# ---- decode_stage_pipe ----
Figure 1. Clock routing (decode_stage_pipe).
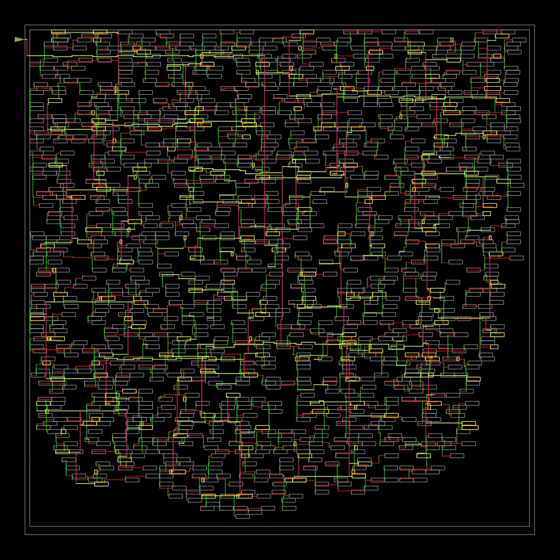

File: src/rtl/decode_stage_pipe.sv
// decode_stage_pipe: ID stage with register file, WB bypass, load-use stall and ID/EX register
//   in : clk, rst_n (async, active-low), valid_d/ins_d/pc_d/pc4_d/imm_d/ctrl_d and decoded
//        flags from IF/ID, flush_e from E, reg_write_w/rd_w/result_w from WB
//   out: ID/EX register (valid_e, reg_write_e, mem_read_e, ctrl_e, imm_e, rdata1_e, rdata2_e,
//        pc_e, pc4_e, rs1_e, rs2_e, rd_e), front-end enables pc_write/if_id_write, stall_d
module decode_stage_pipe #(
  parameter int XLEN = 32,
  parameter int REG_ADDR_W = 5,
  parameter int CTRL_W = 8,
  parameter int LOAD_LAT = 1
) (
  input  logic                  clk,
  input  logic                  rst_n,
  input  logic                  valid_d,
  input  logic [31:0]           ins_d,
  input  logic [XLEN-1:0]       pc_d,
  input  logic [XLEN-1:0]       pc4_d,
  input  logic [XLEN-1:0]       imm_d,
  input  logic [CTRL_W-1:0]     ctrl_d,
  input  logic                  reg_write_d,
  input  logic                  mem_read_d,
  input  logic                  uses_rs1_d,
  input  logic                  uses_rs2_d,
  input  logic                  flush_e,
  input  logic                  reg_write_w,
  input  logic [REG_ADDR_W-1:0] rd_w,
  input  logic [XLEN-1:0]       result_w,
  output logic                  valid_e,
  output logic                  reg_write_e,
  output logic                  mem_read_e,
  output logic [CTRL_W-1:0]     ctrl_e,
  output logic [XLEN-1:0]       imm_e,
  output logic [XLEN-1:0]       rdata1_e,
  output logic [XLEN-1:0]       rdata2_e,
  output logic [XLEN-1:0]       pc_e,
  output logic [XLEN-1:0]       pc4_e,
  output logic [REG_ADDR_W-1:0] rs1_e,
  output logic [REG_ADDR_W-1:0] rs2_e,
  output logic [REG_ADDR_W-1:0] rd_e,
  output logic                  pc_write,
  output logic                  if_id_write,
  output logic                  stall_d
);
  localparam int NREG = 2 ** REG_ADDR_W;
  localparam int CW = $clog2(LOAD_LAT + 1);
  logic [XLEN-1:0] regs [NREG];
  logic [REG_ADDR_W-1:0] rs1, rs2, rd;
  logic [XLEN-1:0] rdata1, rdata2;
  logic wb_en, hit;
  logic [CW-1:0] cnt;
  logic unused_ins;
  // only the register index fields are consumed here; opcode decode happens upstream
  assign unused_ins = ^ins_d;
  assign rs1 = ins_d[15 +: REG_ADDR_W];
  assign rs2 = ins_d[20 +: REG_ADDR_W];
  assign rd  = ins_d[7 +: REG_ADDR_W];
  assign wb_en = reg_write_w && rd_w != '0;
  // x0 is never written, so the array read of x0 is always zero
  assign rdata1 = (wb_en && rd_w == rs1) ? result_w : regs[rs1];
  assign rdata2 = (wb_en && rd_w == rs2) ? result_w : regs[rs2];
  assign hit = valid_d && valid_e && mem_read_e && rd_e != '0 &&
               ((uses_rs1_d && rs1 == rd_e) || (uses_rs2_d && rs2 == rd_e));
  // first stall cycle comes from the hit itself; cnt covers the remaining LOAD_LAT-1 cycles
  assign stall_d = (hit && cnt == '0) || cnt != '0;
  assign pc_write = !stall_d;
  assign if_id_write = !stall_d;
  always_ff @(posedge clk or negedge rst_n)
    if (!rst_n)
      for (int i = 0; i < NREG; i++) regs[i] <= '0;
    else if (wb_en)
      regs[rd_w] <= result_w;
  always_ff @(posedge clk or negedge rst_n)
    if (!rst_n)
      cnt <= '0;
    else if (flush_e)
      cnt <= '0;
    else if (cnt != '0)
      cnt <= cnt - CW'(1);
    else if (hit)
      cnt <= CW'(LOAD_LAT - 1);
  always_ff @(posedge clk or negedge rst_n)
    if (!rst_n) begin
      valid_e     <= 1'b0;
      reg_write_e <= 1'b0;
      mem_read_e  <= 1'b0;
      ctrl_e      <= '0;
      imm_e       <= '0;
      rdata1_e    <= '0;
      rdata2_e    <= '0;
      pc_e        <= '0;
      pc4_e       <= '0;
      rs1_e       <= '0;
      rs2_e       <= '0;
      rd_e        <= '0;
    end else if (flush_e || stall_d) begin
      // bubble: kill control, leave data fields untouched
      valid_e     <= 1'b0;
      reg_write_e <= 1'b0;
      mem_read_e  <= 1'b0;
      ctrl_e      <= '0;
    end else begin
      valid_e     <= valid_d;
      reg_write_e <= valid_d && reg_write_d;
      mem_read_e  <= valid_d && mem_read_d;
      ctrl_e      <= valid_d ? ctrl_d : '0;
      imm_e       <= imm_d;
      rdata1_e    <= rdata1;
      rdata2_e    <= rdata2;
      pc_e        <= pc_d;
      pc4_e       <= pc4_d;
      rs1_e       <= rs1;
      rs2_e       <= rs2;
      rd_e        <= rd;
    end
endmodule

File: config.mk
export PLATFORM = sky130hd
export DESIGN_NAME = decode_stage_pipe
export DESIGN_NICKNAME = d
export VERILOG_FILES = /design/src/rtl/decode_stage_pipe.sv
export SDC_FILE = /design/constraint.sdc
export NUM_CORES = 2
export LEC_CHECK = 0
export ABC_CLOCK_PERIOD_IN_PS = 3600
export CAP_MARGIN = 25
export CORE_MARGIN = 3
export CORE_UTILIZATION = 55
export DETAILED_ROUTE_END_ITERATION = 8
export GPL_TIMING_DRIVEN = 0
export PLACE_DENSITY = 0.75
export SKIP_LAST_GASP = 1
export SLEW_MARGIN = 20
export SYNTH_ARGS = -nofsm -noshare
export SYNTH_HDL_FRONTEND = slang
export SYNTH_SLANG_ARGS = --single-unit
File: constraint.sdc
create_clock -name clk -period 3.6 [get_ports clk]
set_input_delay 0.9 -clock clk [delete_from_list [all_inputs] [get_ports clk]]
set_output_delay 0.9 -clock clk [all_outputs]
set_load 0.02 [all_outputs]
# ---- imem_loader ----
[config.mk]
export PLATFORM = sky130hd
export DESIGN_NAME = imem_loader
export DESIGN_NICKNAME = d
export VERILOG_FILES = /design/src/rtl/imem_loader_pkg.sv /design/src/rtl/imem_loader_byte_assembler.sv /design/src/rtl/imem_loader.sv
export SDC_FILE = /design/constraint.sdc
export NUM_CORES = 1
export LEC_CHECK = 0
export CORE_AREA = 2 2 65 129
export CTS_BUF_LIST = sky130_fd_sc_hd__clkbuf_4 sky130_fd_sc_hd__clkbuf_8
export CTS_CLUSTER_SIZE = 12
export DETAILED_ROUTE_END_ITERATION = 16
export DIE_AREA = 0 0 67 131
export GPL_TIMING_DRIVEN = 0
export PLACE_DENSITY = 0.68
export SLEW_MARGIN = 20
export SYNTH_ARGS = -nofsm -noshare
export SYNTH_HDL_FRONTEND = slang
export SYNTH_SLANG_ARGS = --single-unit
[constraint.sdc]
create_clock -name i_clk -period 3.3 [get_ports i_clk]
set_input_delay 0.495 -clock i_clk [delete_from_list [all_inputs] [get_ports i_clk]]
set_output_delay 0.495 -clock i_clk [all_outputs]
set_load 0.05 [all_outputs]
[src/rtl/imem_loader_pkg.sv]
// Loader definitions shared with the debug unit.
// Holds the FSM state encodings, the default end-of-program marker and small helpers.
package imem_loader_pkg;

  typedef enum logic [2:0] {
    ST_IDLE  = 3'd0,
    ST_RECV  = 3'd1,
    ST_WRITE = 3'd2,
    ST_DONE  = 3'd3,
    ST_ERROR = 3'd4
  } loader_state_t;

  localparam logic [31:0] LOADER_HALT_WORD = 32'hFFFF_FFFF;
  localparam int          BYTE_W           = 8;

  // Bytes are only taken while a word is being collected or written.
  function automatic logic is_busy_state(input loader_state_t s);
    return (s == ST_RECV) || (s == ST_WRITE);
  endfunction

  function automatic logic is_idle_state(input loader_state_t s);
    return (s == ST_IDLE) || (s == ST_DONE) || (s == ST_ERROR);
  endfunction

endpackage

[src/rtl/imem_loader_byte_assembler.sv]
// Big-endian byte-to-word assembler: shifts accepted bytes in MSB first and
// flags the cycle in which the final byte of a word arrives.
module imem_loader_byte_assembler
  import imem_loader_pkg::*;
#(
  parameter int NB_WORD = 32
) (
  input  logic               i_clk,
  input  logic               i_rst,
  input  logic               i_clear,
  input  logic               i_en,
  input  logic [BYTE_W-1:0]  i_rx_data,
  input  logic               i_rx_valid,
  output logic [NB_WORD-1:0] o_word,
  output logic               o_word_valid
);

  localparam int N_BYTES = NB_WORD / BYTE_W;
  localparam int NB_IDX  = (N_BYTES > 1) ? $clog2(N_BYTES) : 1;

  logic [NB_WORD-BYTE_W-1:0] r_shift;
  logic [NB_IDX-1:0]         r_idx;
  logic                      w_accept;
  logic                      w_last;

  assign w_accept     = i_en && i_rx_valid;
  assign w_last       = (r_idx == NB_IDX'(N_BYTES - 1));
  // The completed word includes the byte arriving this cycle.
  assign o_word       = {r_shift, i_rx_data};
  assign o_word_valid = w_accept && w_last;

  always_ff @(posedge i_clk or posedge i_rst) begin
    if (i_rst) begin
      r_shift <= '0;
      r_idx   <= '0;
    end else if (i_clear) begin
      r_shift <= '0;
      r_idx   <= '0;
    end else if (w_accept) begin
      r_shift <= o_word[NB_WORD-BYTE_W-1:0];
      r_idx   <= w_last ? '0 : r_idx + NB_IDX'(1);
    end
  end

endmodule

[src/rtl/imem_loader.sv]
// Instruction-memory loader: assembles received bytes into words and writes
// them to consecutive addresses until the halt word or memory end is reached.
module imem_loader
  import imem_loader_pkg::*;
#(
  parameter int                     NB_DATA_BUS = 32,
  parameter int                     N_ADDRESS   = 64,
  parameter int                     NB_ADDRESS  = $clog2(N_ADDRESS),
  parameter logic [NB_DATA_BUS-1:0] HALT_WORD   = LOADER_HALT_WORD
) (
  input  logic                   i_clk,
  input  logic                   i_rst,
  input  logic                   i_start,
  input  logic [7:0]             i_rx_data,
  input  logic                   i_rx_valid,
  output logic                   o_w_en,
  output logic [NB_ADDRESS-1:0]  o_w_addr,
  output logic [NB_DATA_BUS-1:0] o_w_data,
  output logic                   o_busy,
  output logic                   o_done,
  output logic                   o_error,
  output logic [NB_ADDRESS:0]    o_word_count
);

  loader_state_t          r_state;
  logic                   r_w_en;
  logic [NB_ADDRESS-1:0]  r_addr;
  logic [NB_DATA_BUS-1:0] r_w_data;
  logic                   r_busy;
  logic                   r_done;
  logic                   r_error;
  logic [NB_ADDRESS:0]    r_count;

  logic                   w_start_ok;
  logic                   w_asm_en;
  logic [NB_DATA_BUS-1:0] w_word;
  logic                   w_word_valid;

  assign w_start_ok = i_start && is_idle_state(r_state);
  // The WRITE cycle keeps the assembler open so a byte arriving then is not lost.
  assign w_asm_en   = is_busy_state(r_state);

  imem_loader_byte_assembler #(
    .NB_WORD (NB_DATA_BUS)
  ) u_byte_assembler (
    .i_clk        (i_clk),
    .i_rst        (i_rst),
    .i_clear      (w_start_ok),
    .i_en         (w_asm_en),
    .i_rx_data    (i_rx_data),
    .i_rx_valid   (i_rx_valid),
    .o_word       (w_word),
    .o_word_valid (w_word_valid)
  );

  always_ff @(posedge i_clk or posedge i_rst) begin
    if (i_rst) begin
      r_state  <= ST_IDLE;
      r_w_en   <= 1'b0;
      r_addr   <= '0;
      r_w_data <= '0;
      r_busy   <= 1'b0;
      r_done   <= 1'b0;
      r_error  <= 1'b0;
      r_count  <= '0;
    end else begin
      case (r_state)
        ST_IDLE, ST_DONE, ST_ERROR: begin
          if (i_start) begin
            r_state <= ST_RECV;
            r_addr  <= '0;
            r_count <= '0;
            r_busy  <= 1'b1;
            r_done  <= 1'b0;
            r_error <= 1'b0;
          end
        end
        ST_RECV: begin
          if (w_word_valid) begin
            r_state  <= ST_WRITE;
            r_w_en   <= 1'b1;
            r_w_data <= w_word;
          end
        end
        ST_WRITE: begin
          r_w_en  <= 1'b0;
          r_count <= r_count + 1'b1;
          if (r_w_data == HALT_WORD) begin
            r_state <= ST_DONE;
            r_busy  <= 1'b0;
            r_done  <= 1'b1;
          end else if (r_addr == NB_ADDRESS'(N_ADDRESS - 1)) begin
            // Last address used without a halt word: stop rather than wrap.
            r_state <= ST_ERROR;
            r_busy  <= 1'b0;
            r_error <= 1'b1;
          end else begin
            r_state <= ST_RECV;
            r_addr  <= r_addr + 1'b1;
          end
        end
        default: begin
          r_state <= ST_IDLE;
          r_w_en  <= 1'b0;
          r_busy  <= 1'b0;
        end
      endcase
    end
  end

  assign o_w_en       = r_w_en;
  assign o_w_addr     = r_addr;
  assign o_w_data     = r_w_data;
  assign o_busy       = r_busy;
  assign o_done       = r_done;
  assign o_error      = r_error;
  assign o_word_count = r_count;

endmodule

# ---- credit_vc_arbiter_flat ----
File: src/rtl/credit_vc_arbiter_pkg.sv
// Shared chiplet types for the credit-based VC arbiter: flit type and credit-width helper.
package credit_vc_arbiter_pkg;
   localparam int FLIT_W  = 32;
   localparam int STALL_W = 16;

   typedef logic [FLIT_W-1:0] flit_t;

   // Counter must hold 0..buffer_size inclusive
   function automatic int cred_w(input int buffer_size);
      return $clog2(buffer_size + 1);
   endfunction
endpackage

File: src/rtl/credit_vc_arbiter_if.sv
// Link-side bundle of the VC arbiter: requester inputs, link output, credit return and status.
interface credit_vc_arbiter_if #(
   parameter int NUM_VCS     = 2,
   parameter int BUFFER_SIZE = 8
);
   import credit_vc_arbiter_pkg::*;
   localparam int CRED_W = cred_w(BUFFER_SIZE);

   logic  [NUM_VCS-1:0]                req;
   flit_t [NUM_VCS-1:0]                flit_in;
   flit_t                              out;
   logic                               data_ready_out;
   logic                               packet_sent;
   logic  [NUM_VCS-1:0]                credit_granted;
   logic  [NUM_VCS-1:0]                grant;
   logic  [NUM_VCS-1:0][CRED_W-1:0]    credits;
   logic                               credit_err;
   logic  [NUM_VCS-1:0][STALL_W-1:0]   stall_count;

   modport master (
      output req, flit_in, packet_sent, credit_granted,
      input  out, data_ready_out, grant, credits, credit_err, stall_count
   );

   modport slave (
      input  req, flit_in, packet_sent, credit_granted,
      output out, data_ready_out, grant, credits, credit_err, stall_count
   );
endinterface

File: src/rtl/credit_vc_arbiter_rr_select.sv
// Round-robin picker: first set request at or after ptr, wrapping, as a one-hot vector.
module rr_select
   import credit_vc_arbiter_pkg::*;
#(
   parameter  int N  = 2,
   localparam int PW = (N > 1) ? $clog2(N) : 1
) (
   input  logic [N-1:0]  req,
   input  logic [PW-1:0] ptr,
   output logic [N-1:0]  onehot,
   output logic          valid
);
   always_comb begin
      onehot = '0;
      valid  = 1'b0;
      for (int i = 0; i < N; i++) begin
         if (!valid && req[(int'(ptr) + i) % N]) begin
            onehot[(int'(ptr) + i) % N] = 1'b1;
            valid = 1'b1;
         end
      end
   end
endmodule

File: src/rtl/credit_vc_arbiter.sv
// Credit-based virtual-channel arbiter onto one link; optional stall counters under
// CREDIT_VC_ARBITER_STALL_CNT_EN.
module credit_vc_arbiter
   import credit_vc_arbiter_pkg::*;
#(
   parameter int NUM_VCS     = 2,
   parameter int BUFFER_SIZE = 8
) (
   input  logic          clk,
   input  logic          n_rst,
   credit_vc_arbiter_if.slave bus
);
   localparam int CRED_W = cred_w(BUFFER_SIZE);
   localparam int VW     = (NUM_VCS > 1) ? $clog2(NUM_VCS) : 1;

   typedef enum logic {IDLE, SEND} state_t;

   state_t                          state, next_state;
   logic   [VW-1:0]                 cur_vc, rr_ptr, sel_idx;
   logic   [NUM_VCS-1:0]            eligible, sel_onehot, grant, cred_dec;
   logic                            sel_valid, load, send_done, credit_err;
   flit_t                           out_q;
   logic   [NUM_VCS-1:0][CRED_W-1:0] credits;

   always_comb begin
      for (int v = 0; v < NUM_VCS; v++)
         eligible[v] = bus.req[v] && (credits[v] != '0);
   end

   rr_select #(.N(NUM_VCS)) u_rr (
      .req    (eligible),
      .ptr    (rr_ptr),
      .onehot (sel_onehot),
      .valid  (sel_valid)
   );

   always_comb begin
      sel_idx = '0;
      for (int v = 0; v < NUM_VCS; v++)
         if (sel_onehot[v]) sel_idx = VW'(v);
   end

   always_ff @(posedge clk or negedge n_rst) begin
      if (!n_rst) state <= IDLE;
      else        state <= next_state;
   end

   always_comb begin
      next_state = state;
      load       = 1'b0;
      send_done  = 1'b0;
      grant      = '0;
      case (state)
         IDLE: if (sel_valid) begin
            load       = 1'b1;
            next_state = SEND;
         end
         SEND: if (bus.packet_sent) begin
            send_done     = 1'b1;
            grant[cur_vc] = 1'b1;
            next_state    = IDLE;
         end
         default: next_state = IDLE;
      endcase
   end

   always_ff @(posedge clk or negedge n_rst) begin
      if (!n_rst) begin
         cur_vc <= '0;
         rr_ptr <= '0;
         out_q  <= '0;
      end else begin
         if (load) begin
            cur_vc <= sel_idx;
            out_q  <= bus.flit_in[sel_idx];
         end
         if (send_done)
            rr_ptr <= (cur_vc == VW'(NUM_VCS-1)) ? '0 : cur_vc + 1'b1;
      end
   end

   always_comb begin
      for (int v = 0; v < NUM_VCS; v++)
         cred_dec[v] = send_done && (cur_vc == VW'(v));
   end

   // A return and a consume on the same VC cancel; overflow saturates and latches the error
   always_ff @(posedge clk or negedge n_rst) begin
      if (!n_rst) begin
         for (int v = 0; v < NUM_VCS; v++) credits[v] <= CRED_W'(BUFFER_SIZE);
         credit_err <= 1'b0;
      end else begin
         for (int v = 0; v < NUM_VCS; v++) begin
            if (bus.credit_granted[v] && !cred_dec[v]) begin
               if (credits[v] == CRED_W'(BUFFER_SIZE)) credit_err <= 1'b1;
               else                                    credits[v] <= credits[v] + 1'b1;
            end else if (cred_dec[v] && !bus.credit_granted[v]) begin
               credits[v] <= credits[v] - 1'b1;
            end
         end
      end
   end

`ifdef CREDIT_VC_ARBITER_STALL_CNT_EN
   logic [NUM_VCS-1:0][STALL_W-1:0] stall_q;

   always_ff @(posedge clk or negedge n_rst) begin
      if (!n_rst) stall_q <= '0;
      else begin
         for (int v = 0; v < NUM_VCS; v++)
            if (bus.req[v] && (credits[v] == '0) && (stall_q[v] != '1))
               stall_q[v] <= stall_q[v] + 1'b1;
      end
   end

   assign bus.stall_count = stall_q;
`else
   assign bus.stall_count = '0;
`endif

   assign bus.out            = out_q;
   assign bus.data_ready_out = (state == SEND);
   assign bus.grant          = grant;
   assign bus.credits        = credits;
   assign bus.credit_err     = credit_err;
endmodule

File: src/flat_wrapper.sv
// flat-port wrapper written by rule: the top's interface ports become plain ports
module credit_vc_arbiter_flat import credit_vc_arbiter_pkg::*;
#(
   parameter int NUM_VCS     = 2,
   parameter int BUFFER_SIZE = 8
)
  (clk, n_rst, bus_req, bus_flit_in, bus_packet_sent, bus_credit_granted, bus_out, bus_data_ready_out, bus_grant, bus_credits, bus_credit_err, bus_stall_count);
  credit_vc_arbiter_if #(.NUM_VCS(NUM_VCS), .BUFFER_SIZE(BUFFER_SIZE)) bus_i ();
  input  logic clk;
  input  logic n_rst;
  input wire logic [$bits(bus_i.req)-1:0] bus_req;
  input wire logic [$bits(bus_i.flit_in)-1:0] bus_flit_in;
  input wire logic [$bits(bus_i.packet_sent)-1:0] bus_packet_sent;
  input wire logic [$bits(bus_i.credit_granted)-1:0] bus_credit_granted;
  output wire logic [$bits(bus_i.out)-1:0] bus_out;
  output wire logic [$bits(bus_i.data_ready_out)-1:0] bus_data_ready_out;
  output wire logic [$bits(bus_i.grant)-1:0] bus_grant;
  output wire logic [$bits(bus_i.credits)-1:0] bus_credits;
  output wire logic [$bits(bus_i.credit_err)-1:0] bus_credit_err;
  output wire logic [$bits(bus_i.stall_count)-1:0] bus_stall_count;
  assign bus_i.req = bus_req;
  assign bus_i.flit_in = bus_flit_in;
  assign bus_i.packet_sent = bus_packet_sent;
  assign bus_i.credit_granted = bus_credit_granted;
  assign bus_out = bus_i.out;
  assign bus_data_ready_out = bus_i.data_ready_out;
  assign bus_grant = bus_i.grant;
  assign bus_credits = bus_i.credits;
  assign bus_credit_err = bus_i.credit_err;
  assign bus_stall_count = bus_i.stall_count;
  credit_vc_arbiter #(.NUM_VCS(NUM_VCS), .BUFFER_SIZE(BUFFER_SIZE)) u_core (.clk(clk), .n_rst(n_rst), .bus(bus_i));
endmodule
File: config.mk
export PLATFORM = sky130hd
export DESIGN_NAME = credit_vc_arbiter_flat
export DESIGN_NICKNAME = d
export VERILOG_FILES = /design/src/rtl/credit_vc_arbiter_pkg.sv /design/src/rtl/credit_vc_arbiter_if.sv /design/src/rtl/credit_vc_arbiter_rr_select.sv /design/src/rtl/credit_vc_arbiter.sv /design/src/flat_wrapper.sv
export SDC_FILE = /design/constraint.sdc
export NUM_CORES = 1
export LEC_CHECK = 0
export CAP_MARGIN = 15
export CORE_MARGIN = 2
export CORE_UTILIZATION = 25
export CTS_BUF_LIST = sky130_fd_sc_hd__clkbuf_4 sky130_fd_sc_hd__clkbuf_8
export DETAILED_ROUTE_END_ITERATION = 16
export GPL_ROUTABILITY_DRIVEN = 0
export GPL_TIMING_DRIVEN = 0
export SYNTH_ARGS = -nofsm -noshare
export SYNTH_HDL_FRONTEND = slang
export SYNTH_SLANG_ARGS = --single-unit
File: constraint.sdc
create_clock -name clk -period 2.6 [get_ports clk]
set_input_delay 0.26 -clock clk [delete_from_list [all_inputs] [get_ports clk]]
set_output_delay 0.26 -clock clk [all_outputs]
set_load 0.005 [all_outputs]
# ---- uart_buffered_tx ----
`config.mk`:
```
export PLATFORM = sky130hd
export DESIGN_NAME = uart_buffered_tx
export DESIGN_NICKNAME = d
export VERILOG_FILES = /design/src/rtl/uart_pkg.sv /design/src/rtl/uart_sync_fifo.sv /design/src/rtl/uart_buffered_tx.sv
export SDC_FILE = /design/constraint.sdc
export NUM_CORES = 1
export LEC_CHECK = 0
export CAP_MARGIN = 40
export CORE_UTILIZATION = 49
export DETAILED_ROUTE_END_ITERATION = 8
export PLACE_DENSITY = 0.69
export SYNTH_ARGS = -nofsm -noshare
export SYNTH_HDL_FRONTEND = slang
export SYNTH_SLANG_ARGS = --single-unit
```
`constraint.sdc`:
```
create_clock -name Clk -period 2.85 [get_ports Clk]
set_clock_uncertainty 0.15 [all_clocks]
set_input_delay 0.7125 -clock Clk [delete_from_list [all_inputs] [get_ports Clk]]
set_output_delay 0.7125 -clock Clk [all_outputs]
set_load 0.05 [all_outputs]
```
`src/rtl/uart_pkg.sv`:
```
// Shared UART definitions: FSM state codes, word-length limits, oversampling default
// and the word-length clamp used by both the transmit and receive paths.
package uart_pkg;

  localparam int unsigned OVERSAMPLE_DEF = 16;

  localparam logic [3:0] NBITS_MIN = 4'd5;
  localparam logic [3:0] NBITS_MAX = 4'd8;

  localparam logic [2:0] ST_IDLE   = 3'd0;
  localparam logic [2:0] ST_START  = 3'd1;
  localparam logic [2:0] ST_DATA   = 3'd2;
  localparam logic [2:0] ST_PARITY = 3'd3;
  localparam logic [2:0] ST_STOP   = 3'd4;

  typedef struct packed {
    logic [7:0] data;
    logic [3:0] nbits;
    logic       par_en;
    logic       par_odd;
  } frame_t;

  function automatic logic [3:0] clamp_nbits(input logic [3:0] n);
    if (n < NBITS_MIN)      return NBITS_MIN;
    else if (n > NBITS_MAX) return NBITS_MAX;
    else                    return n;
  endfunction

endpackage

```
`src/rtl/uart_sync_fifo.sv`:
```
// Synchronous FIFO with registered occupancy count; push is ignored when full,
// pop is ignored when empty.
module uart_sync_fifo #(
  parameter int unsigned WIDTH = 8,
  parameter int unsigned AW    = 4
) (
  input  logic             Clk,
  input  logic             Rst_n,
  input  logic             push,
  input  logic [WIDTH-1:0] wr_data,
  input  logic             pop,
  output logic [WIDTH-1:0] rd_data,
  output logic             full,
  output logic             empty,
  output logic [AW:0]      count
);

  logic [WIDTH-1:0] mem [2**AW];
  logic [AW-1:0]    wr_ptr;
  logic [AW-1:0]    rd_ptr;
  logic             do_push;
  logic             do_pop;

  assign full    = count[AW];
  assign empty   = (count == '0);
  assign do_push = push && !full;
  assign do_pop  = pop && !empty;
  assign rd_data = mem[rd_ptr];

  always_ff @(posedge Clk) begin
    if (do_push) mem[wr_ptr] <= wr_data;
  end

  always_ff @(posedge Clk or negedge Rst_n) begin
    if (!Rst_n) begin
      wr_ptr <= '0;
      rd_ptr <= '0;
      count  <= '0;
    end else begin
      if (do_push) wr_ptr <= wr_ptr + AW'(1);
      if (do_pop)  rd_ptr <= rd_ptr + AW'(1);
      case ({do_push, do_pop})
        2'b10:   count <= count + (AW+1)'(1);
        2'b01:   count <= count - (AW+1)'(1);
        default: ;
      endcase
    end
  end

endmodule

```
`src/rtl/uart_buffered_tx.sv`:
```
// FIFO-buffered UART transmitter: 5..8 data bits, optional parity, one stop bit,
// bit timing from a 16x oversampling tick.
module uart_buffered_tx
  import uart_pkg::*;
#(
  parameter int unsigned FIFO_AW    = 4,
  parameter int unsigned OVERSAMPLE = OVERSAMPLE_DEF
) (
  input  logic       Clk,
  input  logic       Rst_n,
  input  logic       Tick,
  input  logic [3:0] NBits,
  input  logic       ParityEn,
  input  logic       ParityOdd,
  input  logic [7:0] WrData,
  input  logic       WrEn,
  output logic       Full,
  output logic       Empty,
  output logic       Overflow,
  output logic       Busy,
  output logic       TxDone,
  output logic       Tx
);

  localparam logic [3:0] TICK_LAST = 4'(OVERSAMPLE - 1);

  logic [7:0]       fifo_rd_data;
  logic             fifo_full;
  logic             fifo_empty;
  logic [FIFO_AW:0] fifo_count;
  logic             pop;
  logic             have_data;

  logic [2:0] state;
  frame_t     frame;
  logic [3:0] tick_cnt;
  logic [2:0] bit_idx;
  logic       bit_end;
  logic       last_data_bit;
  logic [7:0] data_mask;
  logic       frame_parity;

  uart_sync_fifo #(.WIDTH(8), .AW(FIFO_AW)) u_fifo (
    .Clk     (Clk),
    .Rst_n   (Rst_n),
    .push    (WrEn),
    .wr_data (WrData),
    .pop     (pop),
    .rd_data (fifo_rd_data),
    .full    (fifo_full),
    .empty   (fifo_empty),
    .count   (fifo_count)
  );

  assign Full          = fifo_full;
  assign Empty         = fifo_empty;
  assign Busy          = (state != ST_IDLE);
  assign have_data     = (fifo_count != '0);
  assign bit_end       = Tick && (tick_cnt == TICK_LAST);
  assign last_data_bit = ({1'b0, bit_idx} == (frame.nbits - 4'd1));
  assign data_mask     = 8'hFF >> (4'd8 - frame.nbits);
  assign frame_parity  = (^(frame.data & data_mask)) ^ frame.par_odd;

  // Pop from IDLE at once, or chain straight out of a completing stop bit.
  assign pop = have_data && ((state == ST_IDLE) || ((state == ST_STOP) && bit_end));

  always_ff @(posedge Clk or negedge Rst_n) begin
    if (!Rst_n) begin
      state    <= ST_IDLE;
      frame    <= '0;
      tick_cnt <= '0;
      bit_idx  <= '0;
      Tx       <= 1'b1;
      TxDone   <= 1'b0;
    end else begin
      TxDone <= 1'b0;
      if (pop) begin
        frame    <= '{data: fifo_rd_data, nbits: clamp_nbits(NBits),
                      par_en: ParityEn, par_odd: ParityOdd};
        tick_cnt <= '0;
        bit_idx  <= '0;
        state    <= ST_START;
        Tx       <= 1'b0;
        if (state == ST_STOP) TxDone <= 1'b1;
      end else if ((state != ST_IDLE) && Tick) begin
        tick_cnt <= bit_end ? '0 : tick_cnt + 4'd1;
        if (bit_end) begin
          case (state)
            ST_START: begin
              state <= ST_DATA;
              Tx    <= frame.data[0];
            end
            ST_DATA: begin
              if (last_data_bit) begin
                if (frame.par_en) begin
                  state <= ST_PARITY;
                  Tx    <= frame_parity;
                end else begin
                  state <= ST_STOP;
                  Tx    <= 1'b1;
                end
              end else begin
                bit_idx <= bit_idx + 3'd1;
                Tx      <= frame.data[bit_idx + 3'd1];
              end
            end
            ST_PARITY: begin
              state <= ST_STOP;
              Tx    <= 1'b1;
            end
            ST_STOP: begin
              state  <= ST_IDLE;
              TxDone <= 1'b1;
            end
            default: state <= ST_IDLE;
          endcase
        end
      end
    end
  end

  always_ff @(posedge Clk or negedge Rst_n) begin
    if (!Rst_n)                 Overflow <= 1'b0;
    else if (WrEn && fifo_full) Overflow <= 1'b1;
  end

endmodule

```

==> notes/layouts.md <==
Pictures saved along the way, in no particular order.

I/O pins on the die edge.
Plate I
Pins as bars across the die edge, other pins in gray.
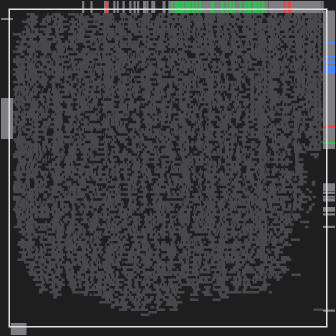
Plate II
Scale: 3 px per µm. Pins as bars across the die edge, other pins in gray.
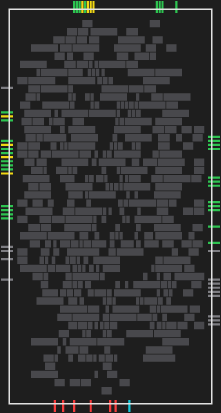
Plate III
Scale: 2 px per µm. Pins as bars across the die edge, other pins in gray.
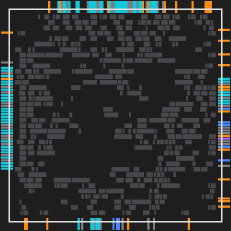
Plate IV
Scale: 2 px per µm. Pins as bars across the die edge, other pins in gray.
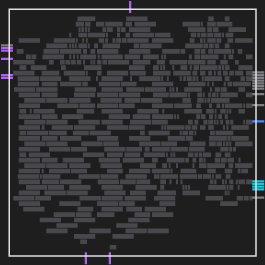
- Plate I = decode_stage_pipe
- Plate III = credit_vc_arbiter_flat
- Plate II = imem_loader
- Plate IV = uart_buffered_tx
The one with the most pins is Plate I.
The one with the fewest pins is Plate IV.

Figure 2. Clock network drawn from the DEF (decode_stage_pipe).
Scale: 1.5 px per µm.
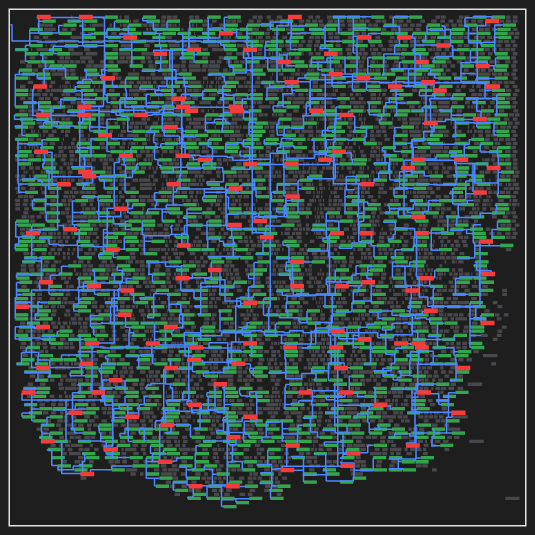
- flip-flops: green (count 1210)
- clock wires: blue (length 15400 µm)
- clock drivers: red (count 136)
- routed clock nets: 137
- flops lie: all over the die

## Picture notes: Figure 1
Worst-Skew Late Latency: 770 ps
layout sequential cell count: 1210
number of clock buffers inserted by TritonCTS: 136
power drawn by the clock network: 14.0 mW

==> results.md, decode_stage_pipe <==
| Stage | Item | Value |
|---|---|---|
| worst setup path | Launch point of the worst reg-to-reg path | rd_e[0] |
| timing | Maximum clock rate | 0.258 GHz |
| global routing | Initial antenna violation count | 20 |
| timing | Fin Clk Skew | 26.0 ps |
| detailed routing | Detail-routed via count per cell | 7.15 |
| timing | Worst hold slack | 33.3 ps |
| floorplanning | Number of well-tap cells placed | 1500 |
| floorplanning | # rows | 123 |
| global routing | Total routing resource utilization after global routing | 0.437 |
| synthesis | Share of cell area taken by muxes after synthesis | 0.380 |
| layout | Proportion of final cell area spent on non-clock buffers | 0.0858 |
| detailed routing | Met3 wire length | 38000 µm |
| detailed routing | Routed length on met1 | 90100 µm |
| worst setup path | Critical path required time | 4190 ps |
| timing | Worst path setup slack after routing | -270 ps |
| worst setup path | Launch point of the worst path | ins_d[22] |
| worst setup path | Kind of start point of the critical path | primary input |
| power | Total power divided by cell area | 561 mW/mm² |
| clock tree | Root Driver | sky130_fd_sc_hd__clkbuf_16 |
| timing | Endpoints failing setup | 28 |
| synthesis | Synthesized net count | 4930 |
| floorplanning | Die Ht | 343 µm |
| place | Routability Congestion | 1.09 |
| status | Run status | complete, but fails checks |
| power | Combinational share of power | 0.218 |
| worst setup path | Arrival time worst endpoint | 4460 ps |
| detailed routing | DR WL/cell | 38.2 µm |
| clock tree | Clock sink count | 1210 |
| layout | Logic area | 0.0300 mm² |
| global routing | Sum of overflow across all layers after global routing | 0 |
| synthesis | Fraction of the mapped netlist area in simple logic gates | 0.0221 |
| detailed routing | Top routing layer used | met5 |
| floorplanning | Placeable core area | 0.113 mm² |
| timing | Transition time of the tightest slew-check pin | 1280 ps |
| status | Violated checks | setup timing |
| detailed routing | Wire length reported by the detailed router | 262000 µm |
| detailed routing | Routed vias | 49000 |
| worst setup path | Crit. End Element | flop |
| synthesis | Post-Syn Area per Cell | 13.2 µm² |
| timing | Total Negative Setup Slacks | -3530 ps |
| power | Net switching component of the power | 12.3 mW |
| synthesis | Top_reg_cell synth | sky130_fd_sc_hd__dfrtp_1 |
| synthesis | Synthesized-area fraction occupied by xor and xnor cells | 0.00280 |
| synthesis | Gate count after technology mapping | 4748 |
## decode_stage_pipe: critical path, cell delays in order
cell and delay (ps):
sky130_fd_sc_hd__dlygate4sd2_1 420, sky130_fd_sc_hd__buf_6 320, sky130_fd_sc_hd__nor2b_1 170, sky130_fd_sc_hd__clkbuf_1 470, sky130_fd_sc_hd__clkbuf_1 930, sky130_fd_sc_hd__a22oi_1 200
sky130_fd_sc_hd__a21oi_1 270, sky130_fd_sc_hd__a211oi_2 150, sky130_fd_sc_hd__a22oi_1 470, sky130_fd_sc_hd__a21oi_1 120
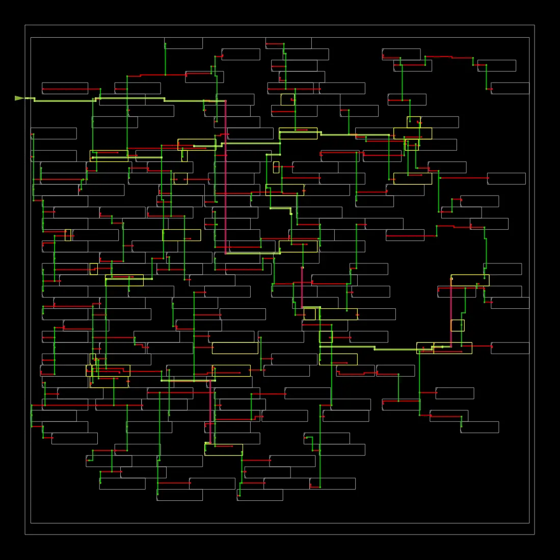
Figure 3: uart_buffered_tx, clock routing.
power drawn by the clock network: 2.16 mW
clock sink count: 168
clock buf count: 18

==> results.md, uart_buffered_tx <==
| Stage | Item | Value |
|---|---|---|
| layout | Multi-input gates | 237 |
| synthesis | Post-Syn Area per Cell | 16.4 µm² |
| layout | Final design area excluding fillers | 0.00839 mm² |
| global routing | Initial antenna violation count | 0 |
| synthesis | Share of cell area taken by muxes after synthesis | 0.138 |
| power | Switching fraction of total power | 0.323 |
| detailed routing | Routed vias | 3843 |
| detailed routing | Met3 wire length | 536 µm |
| clock tree | Number of clock buffers inserted by TritonCTS | 17 |
| flow run | Max-cap viol count | 0 |
| layout | Area added between synthesis and finish | 17.5% |
| power | Total power | 8.49 mW |
| detailed routing | Antenna Nets Post-Route | 0 |
| power | Total power divided by cell area | 1010 mW/mm² |
| synthesis | Top_reg_cell synth | sky130_fd_sc_hd__edfxtp_1 |
| timing | Remaining max-slew budget at the tightest pin | 0.585 |
| worst setup path | Setup crit end | u_fifo.count[4] |
| synthesis | Dominant combinational cell family by area after synthesis | multiplexers |
| clock tree | H-tree depth reported by CTS | 4 |
| synthesis | Synthesized-area fraction occupied by xor and xnor cells | 0.0289 |
| layout | Proportion of final cell area spent on non-clock buffers | 0.0612 |
| place | Worst slack after detailed placement | -177 ps |
| layout | Register cell area after layout | 0.00485 mm² |
| power | Lkg Pwr | 3.04 nW |
| status | Run status | finished, final reports clean |
uart_buffered_tx: power by group through the flow:
stage	Combinational [mW]	Clock [mW]	Sequential, mW
final	2.93	2.16	3.41
after global routing	3.24	2.29	3.46
after CTS	2.93	2.20	3.41
after detailed placement	2.92	0	3.45
after global placement	2.83	0	3.43
after floorplan	2.23	0	3.31
uart_buffered_tx: timing repair:
item                       CTS  global route
setup buffers                0             3
setup endpoints to repair    0             2
gates resized                0             1
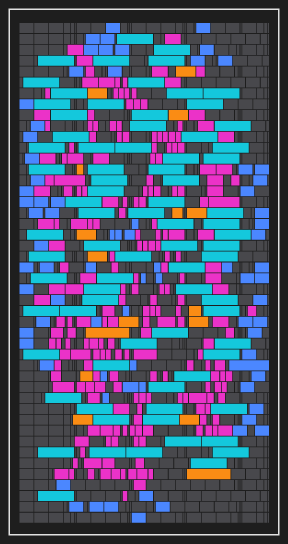
Figure 4: imem_loader, cells colored by class.
Scale: 4 px per µm. Fill, decap, tap and diode cells in gray.
- combinational and other logic: magenta (cells 216)
- other buffers and delay cells: blue (cells 77)
- flops: cyan (cells 78)
- clock drivers and dummy loads: orange (cells 16)

==> results.md, imem_loader <==
| Stage | Item | Value |
|---|---|---|
| status | Run status | finished, final reports clean |
| synthesis | Post-Syn Area per Cell | 11.0 µm² |
| detailed routing | First-pass iteration count of the detailed router | 4 |
| flow run | Max-cap viol count | 0 |
| detailed routing | Antenna Nets Post-Route | 0 |
| timing | Fin Clk Skew | 13.7 ps |
| power | Power of the combinational group | 1.81 mW |
| worst setup path | Kind of start point of the critical path | flop |
| worst setup path | Worst setup path class | reg -> out |
| worst setup path | Setup slack on the worst flop-to-flop path | 1390 ps |
| power | Combinational share of power | 0.430 |
| place | Half-perimeter wire length after placement | 5400 µm |
| synthesis | Register share after synthesis | 0.571 |
| synthesis | Gate count after technology mapping | 310 |
| clock tree | Root Driver | sky130_fd_sc_hd__clkbuf_8 |
| detailed routing | DR WL/cell | 15.3 µm |
| flow run | Tool Warnings | 26 |
| synthesis | Dominant combinational cell family by area after synthesis | simple AND/OR/NAND/NOR gates |
| synthesis | Chip area in the Yosys report | 0.00342 mm² |
| synthesis | Largest cells by area after synthesis | sky130_fd_sc_hd__dfrtp_1 57%, sky130_fd_sc_hd__mux2_2 10%, sky130_fd_sc_hd__nand2_1 7.6% |
| power | Internal power | 2.42 mW |
| worst setup path | Critical path required time | 2800 ps |
| layout | Final core utilization | 0.562 |
| timing | Endpoints failing setup | 0 |
| global routing | Busiest layer in global routing | met2 |
| global routing | Initial antenna violation count | 0 |
| worst setup path | Cell-by-cell listing of the critical path | clkdlybuf4s50_1 |
| global routing | Total routing resource utilization after global routing | 0.187 |
| detailed routing | Number of remaining DRC errors | 0 |
| layout | Area added between synthesis and finish | 28.6% |
| layout | Most numerous logic cells after layout | 78 x sky130_fd_sc_hd__dfrtp_1, 69 x sky130_fd_sc_hd__nand2_1, 60 x sky130_fd_sc_hd__clkdlybuf4s50_1 |
| clock tree | H-tree depth reported by CTS | 3 |
| worst setup path | Combined buffer and inverter count along the critical path | 1 |
| timing | Transition time of the tightest slew-check pin | 511 ps |
| power | Peak supply drop | 0.726 mV |
| timing | Final hold viol count | 0 |
[imem_loader: registers in the layout, indices dropped and copies added, names as in the netlist]
register	cells
o_w_addr	6
o_done	1
r_state	3
o_busy	1
u_byte_assembler.r_shift	24
o_w_en	1
o_error	1
o_w_data	32
u_byte_assembler.r_idx	2
o_word_count	7
[imem_loader: final cells by class]
type | count | share of cell area
Sequential cell | 78 | 0.444
Multi-Input combinational cell | 209 | 0.307
Timing Repair Buffer | 61 | 0.143
Tap cell | 96 | 0.0273
Clock buffer | 11 | 0.0330
Buffer | 16 | 0.0213
Inverter | 7 | 0.00654
Clock inverter | 5 | 0.0188
Figure 5. The metal 2 layer (credit_vc_arbiter_flat).
Scale: 4 px per µm. Cells faint in the background.
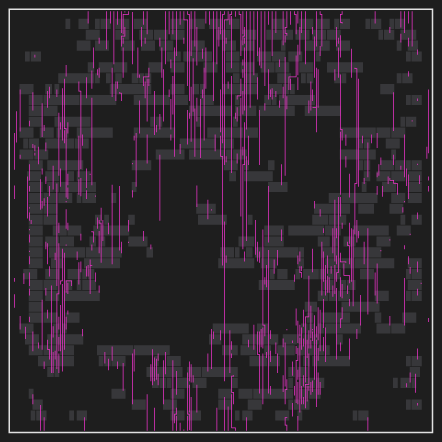
- longest straight run: 39.8 µm
- wire length on this layer: 3220 µm
- share of all routed wire: 49%

==> results.md, credit_vc_arbiter_flat <==
| Stage | Item | Value |
|---|---|---|
| timing | Worst hold slack | 406 ps |
| worst setup path | Endpoint of the most critical register-to-register path | u_core.bus.credits[3] |
| floorplanning | Count of boundary I/O pins | 147 |
| flow run | Tool Warnings | 26 |
| layout | Fraction of layout instances using a drive strength above 1 | 0.155 |
| detailed routing | Detailed-routed wire length on met2 | 3220 µm |
| layout | Logic area | 0.00120 mm² |
| worst setup path | Kind of cell adding the most delay to the critical path | AND-OR/OR-AND gates |
| clock tree | Number of clock buffers inserted by TritonCTS | 5 |
| status | Run status | finished, final reports clean |
| global routing | Maximum number of pins on one net before global-route repair | 32 |
| worst setup path | Path depth of the worst reg2reg path | 8 |
| timing | Remaining max-slew budget at the tightest pin | 0.621 |
| synthesis | Dominant combinational cell family by area after synthesis | buffers and inverters |
| clock tree | Hold_buf cts | 1 |
| global routing | Total routing resource utilization after global routing | 0.115 |
| flow run | Max-cap viol count | 0 |
| detailed routing | Number of violations reported at the end of detailed-routing iteration 0 | 48 |
| floorplanning | Die Ht | 105 µm |
| synthesis | Number of flops mapped to enable cells by yosys | 0 |
| synthesis | Async set-or-reset flop fraction in the synthesized netlist | 1.00 |
| layout | Non-clock inverters | 4 |
| synthesis | Fraction of the mapped netlist area in simple logic gates | 0.0890 |
| synthesis | Count of instantiated cells in the yosys netlist | 252 |
| worst setup path | Worst setup path class | reg -> reg |
| synthesis | Flop and latch count out of synthesis | 44 |
| power | Peak supply drop | 0.325 mV |
==> credit_vc_arbiter_flat: placed cells by master (no fill, tap or decap), drive strengths merged, types with 2 or more instances in the layout <==
cell / instances
o41ai: 2
ha: 4
xnor2: 3
o21a: 2
nand3: 4
buf: 44
clkbuf: 11
inv: 4
o21ai: 5
dfstp: 2
a31oi: 2
clkinv: 2
mux2i: 33
a21oi: 40
nand2: 5
conb: 32
nor2b: 2
clkdlybuf4s50: 112
mux2: 4
xor2: 4
dfrtp: 42
nor2: 33

# ---- int_arbiter ----
Figure 6. Clock routing (int_arbiter).
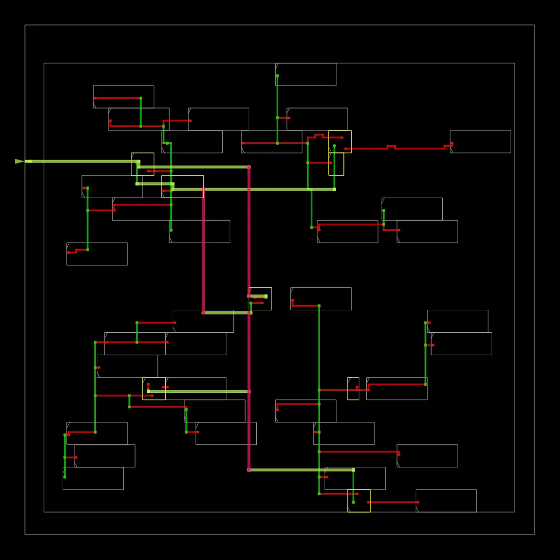
Figure 7. Cells colored by class (int_arbiter).
Scale: 6 px per µm. Fill, decap, tap and diode cells in gray.
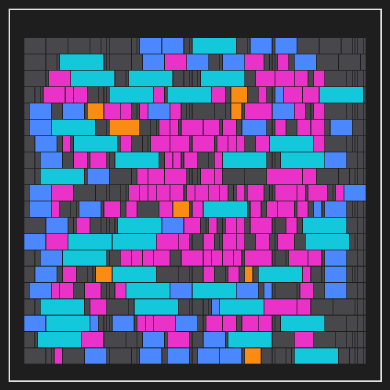
===== src/rtl/int_arbiter.sv =====
// int_arbiter: edge-detecting, fixed-priority peripheral interrupt arbiter with claim/complete handshake
//   clk           core clock, all state on posedge
//   rst           synchronous active-high reset
//   irq_src       level request lines, synchronous to clk
//   en_wdata      enable mask write data
//   en_we         load en_wdata into the enable mask
//   en_q          current enable mask
//   pending_q     latched pending bits
//   int_code      presented code (index+1), 0 when none
//   int_ack       core claimed the presented interrupt
//   int_complete  handler finished
//   complete_code code being completed
//   busy          an interrupt is in service
module int_arbiter #(
    parameter int NUM_SRC = 8,
    parameter int CODE_W  = 4
) (
    input  logic               clk,
    input  logic               rst,
    input  logic [NUM_SRC-1:0] irq_src,
    input  logic [NUM_SRC-1:0] en_wdata,
    input  logic               en_we,
    output logic [NUM_SRC-1:0] en_q,
    output logic [NUM_SRC-1:0] pending_q,
    output logic [CODE_W-1:0]  int_code,
    input  logic               int_ack,
    input  logic               int_complete,
    input  logic [CODE_W-1:0]  complete_code,
    output logic               busy
);
    localparam int IDX_W = NUM_SRC > 1 ? $clog2(NUM_SRC) : 1;
    typedef enum logic [1:0] {IDLE, PRESENT, SERVICE} state_t;
    state_t state_q, state_d;
    logic [NUM_SRC-1:0] src_q, rise, eligible, clr, pending_d;
    logic [IDX_W-1:0] cur_q, cur_d, winner;
    logic [CODE_W-1:0] code_d, cur_code;
    logic busy_d;
    assign rise      = irq_src & ~src_q;
    assign eligible  = pending_q & en_q;
    assign cur_code  = CODE_W'(cur_q) + CODE_W'(1);
    // a new edge wins over the claim clear of the same source
    assign pending_d = (pending_q & ~clr) | (rise & en_q);
    // scan high to low so the lowest eligible index is left standing
    always_comb begin
        winner = '0;
        for (int i = NUM_SRC - 1; i >= 0; i--)
            if (eligible[i]) winner = IDX_W'(i);
    end
    always_comb begin
        state_d = state_q;
        cur_d   = cur_q;
        code_d  = int_code;
        busy_d  = busy;
        clr     = '0;
        case (state_q)
            IDLE: if (|eligible) begin
                cur_d   = winner;
                code_d  = CODE_W'(winner) + CODE_W'(1);
                state_d = PRESENT;
            end
            PRESENT: if (int_ack) begin
                clr[cur_q] = 1'b1;
                code_d     = '0;
                busy_d     = 1'b1;
                state_d    = SERVICE;
            end else if (!en_q[cur_q]) begin
                // source masked while presented: withdraw, keep it pending
                code_d  = '0;
                state_d = IDLE;
            end
            SERVICE: if (int_complete && complete_code == cur_code) begin
                busy_d  = 1'b0;
                state_d = IDLE;
            end
            default: state_d = IDLE;
        endcase
    end
    always_ff @(posedge clk) begin
        if (rst) begin
            src_q     <= '0;
            en_q      <= '0;
            pending_q <= '0;
            state_q   <= IDLE;
            cur_q     <= '0;
            int_code  <= '0;
            busy      <= 1'b0;
        end else begin
            src_q     <= irq_src;
            en_q      <= en_we ? en_wdata : en_q;
            pending_q <= pending_d;
            state_q   <= state_d;
            cur_q     <= cur_d;
            int_code  <= code_d;
            busy      <= busy_d;
        end
    end
endmodule


===== config.mk =====
export PLATFORM = sky130hd
export DESIGN_NAME = int_arbiter
export DESIGN_NICKNAME = d
export VERILOG_FILES = /design/src/rtl/int_arbiter.sv
export SDC_FILE = /design/constraint.sdc
export NUM_CORES = 1
export LEC_CHECK = 0
export CAP_MARGIN = 20
export CORE_MARGIN = 2
export CORE_UTILIZATION = 46
export DETAILED_ROUTE_END_ITERATION = 7
export GPL_TIMING_DRIVEN = 0
export PLACE_DENSITY = 0.78
export SETUP_SLACK_MARGIN = 0.15
export SYNTH_ARGS = -nofsm -noshare
export SYNTH_HDL_FRONTEND = slang
export SYNTH_SLANG_ARGS = --single-unit

===== constraint.sdc =====
create_clock -name clk -period 2.1 [get_ports clk]
set_input_delay 0.315 -clock clk [delete_from_list [all_inputs] [get_ports clk]]
set_output_delay 0.315 -clock clk [all_outputs]
set_load 0.005 [all_outputs]

==> results.md <==
| Stage | Item | Value |
|---|---|---|
| global routing | Via count of the first global-routing pass | 1312 |
| power | Switching fraction of total power | 0.254 |
| power | Combinational share of power | 0.152 |
| global routing | Met3 Usage GRT | 0.0766 |
| status | Run status | finished, final reports clean |
| clock tree | Clock tree from TritonCTS | done |
| synthesis | Cell accounting for the most synthesized area | sky130_fd_sc_hd__dfxtp_1 |
| power | Total power | 1.28 mW |
| timing | Remaining max-slew budget at the tightest pin | 0.598 |
| worst setup path | Stage delay of the slowest cell on the critical path | 360 ps |
| power | Net switching component of the power | 326 µW |
| synthesis | Async set-or-reset flop fraction in the synthesized netlist | 0 |
| clock tree | Number of clock buffers inserted by TritonCTS | 5 |
| worst setup path | Crit-path slowest cell | sky130_fd_sc_hd__dfxtp_1 |
| floorplanning | Count of boundary I/O pins | 46 |
| global routing | Global-route wire length before repair | 6020 µm |
| power | Lkg Pwr | 0.782 nW |
| synthesis | Fraction of the mapped netlist area in simple logic gates | 0.238 |
Notes on Figure 6 above:
clock sink count: 34
layout sequential cell count: 34
Fin Clk Skew: 9.65 ps

Notes on Figure 7 above:
- other buffers and delay cells: blue (cells 50)
- combinational and other logic: magenta (cells 129)
- flops: cyan (cells 34)
- clock drivers and dummy loads: orange (cells 8)
sequential portion of the cell area: 0.326
# rows: 20
final core utilization: 0.673
placeable core area: 0.00310 mm²

==> logic make-up (layout without fill, tap and decap cells) <==
group           after synthesis  in the layout
compound gates               41             41
xor+xnor                      4              4
fa+ha+maj                     2              2
buf+inv                      10             62
flops                        34             34
mux                          13             13
simple gates                 65             65
==> layout make-up <==
type                            instances  share of cell area
Multi-Input combinational cell        125               0.387
Sequential cell                        34               0.326
Timing Repair Buffer                   44               0.211
Clock buffer                            7              0.0263
Tap cell                               44              0.0263
Buffer                                  6              0.0144
Inverter                                4             0.00719
Clock inverter                          1             0.00240


==> gallery <==
The metal 2 layer.
panel A
Scale: 3 px per µm. Cells faint in the background.
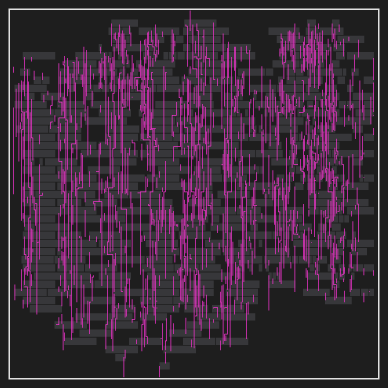
panel B
Scale: 4 px per µm. Cells faint in the background.
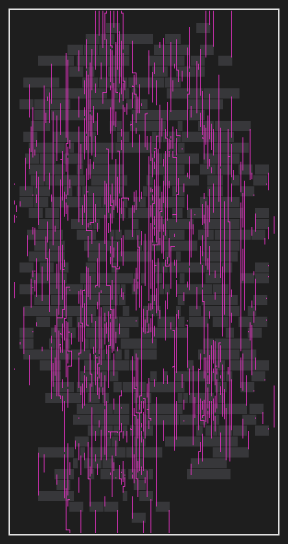
panel C
Scale: 1 px per µm. Cells faint in the background.
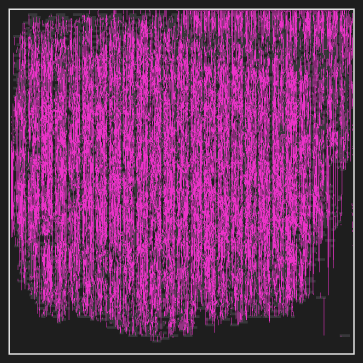
panel D
Scale: 6 px per µm. Cells faint in the background.
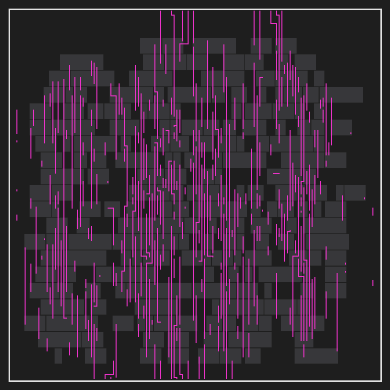
| from | picture |
|---|---|
| int_arbiter | panel D |
| decode_stage_pipe | panel C |
| imem_loader | panel B |
| uart_buffered_tx | panel A |

Key to panel D:
- share of all routed wire: 50%
- main direction: vertical
- wire length on this layer: 1880 µm
- nets with wire on the layer: 222
- longest straight run: 39.8 µm

No activity file was given, so power comes from the tool's default toggle rates.
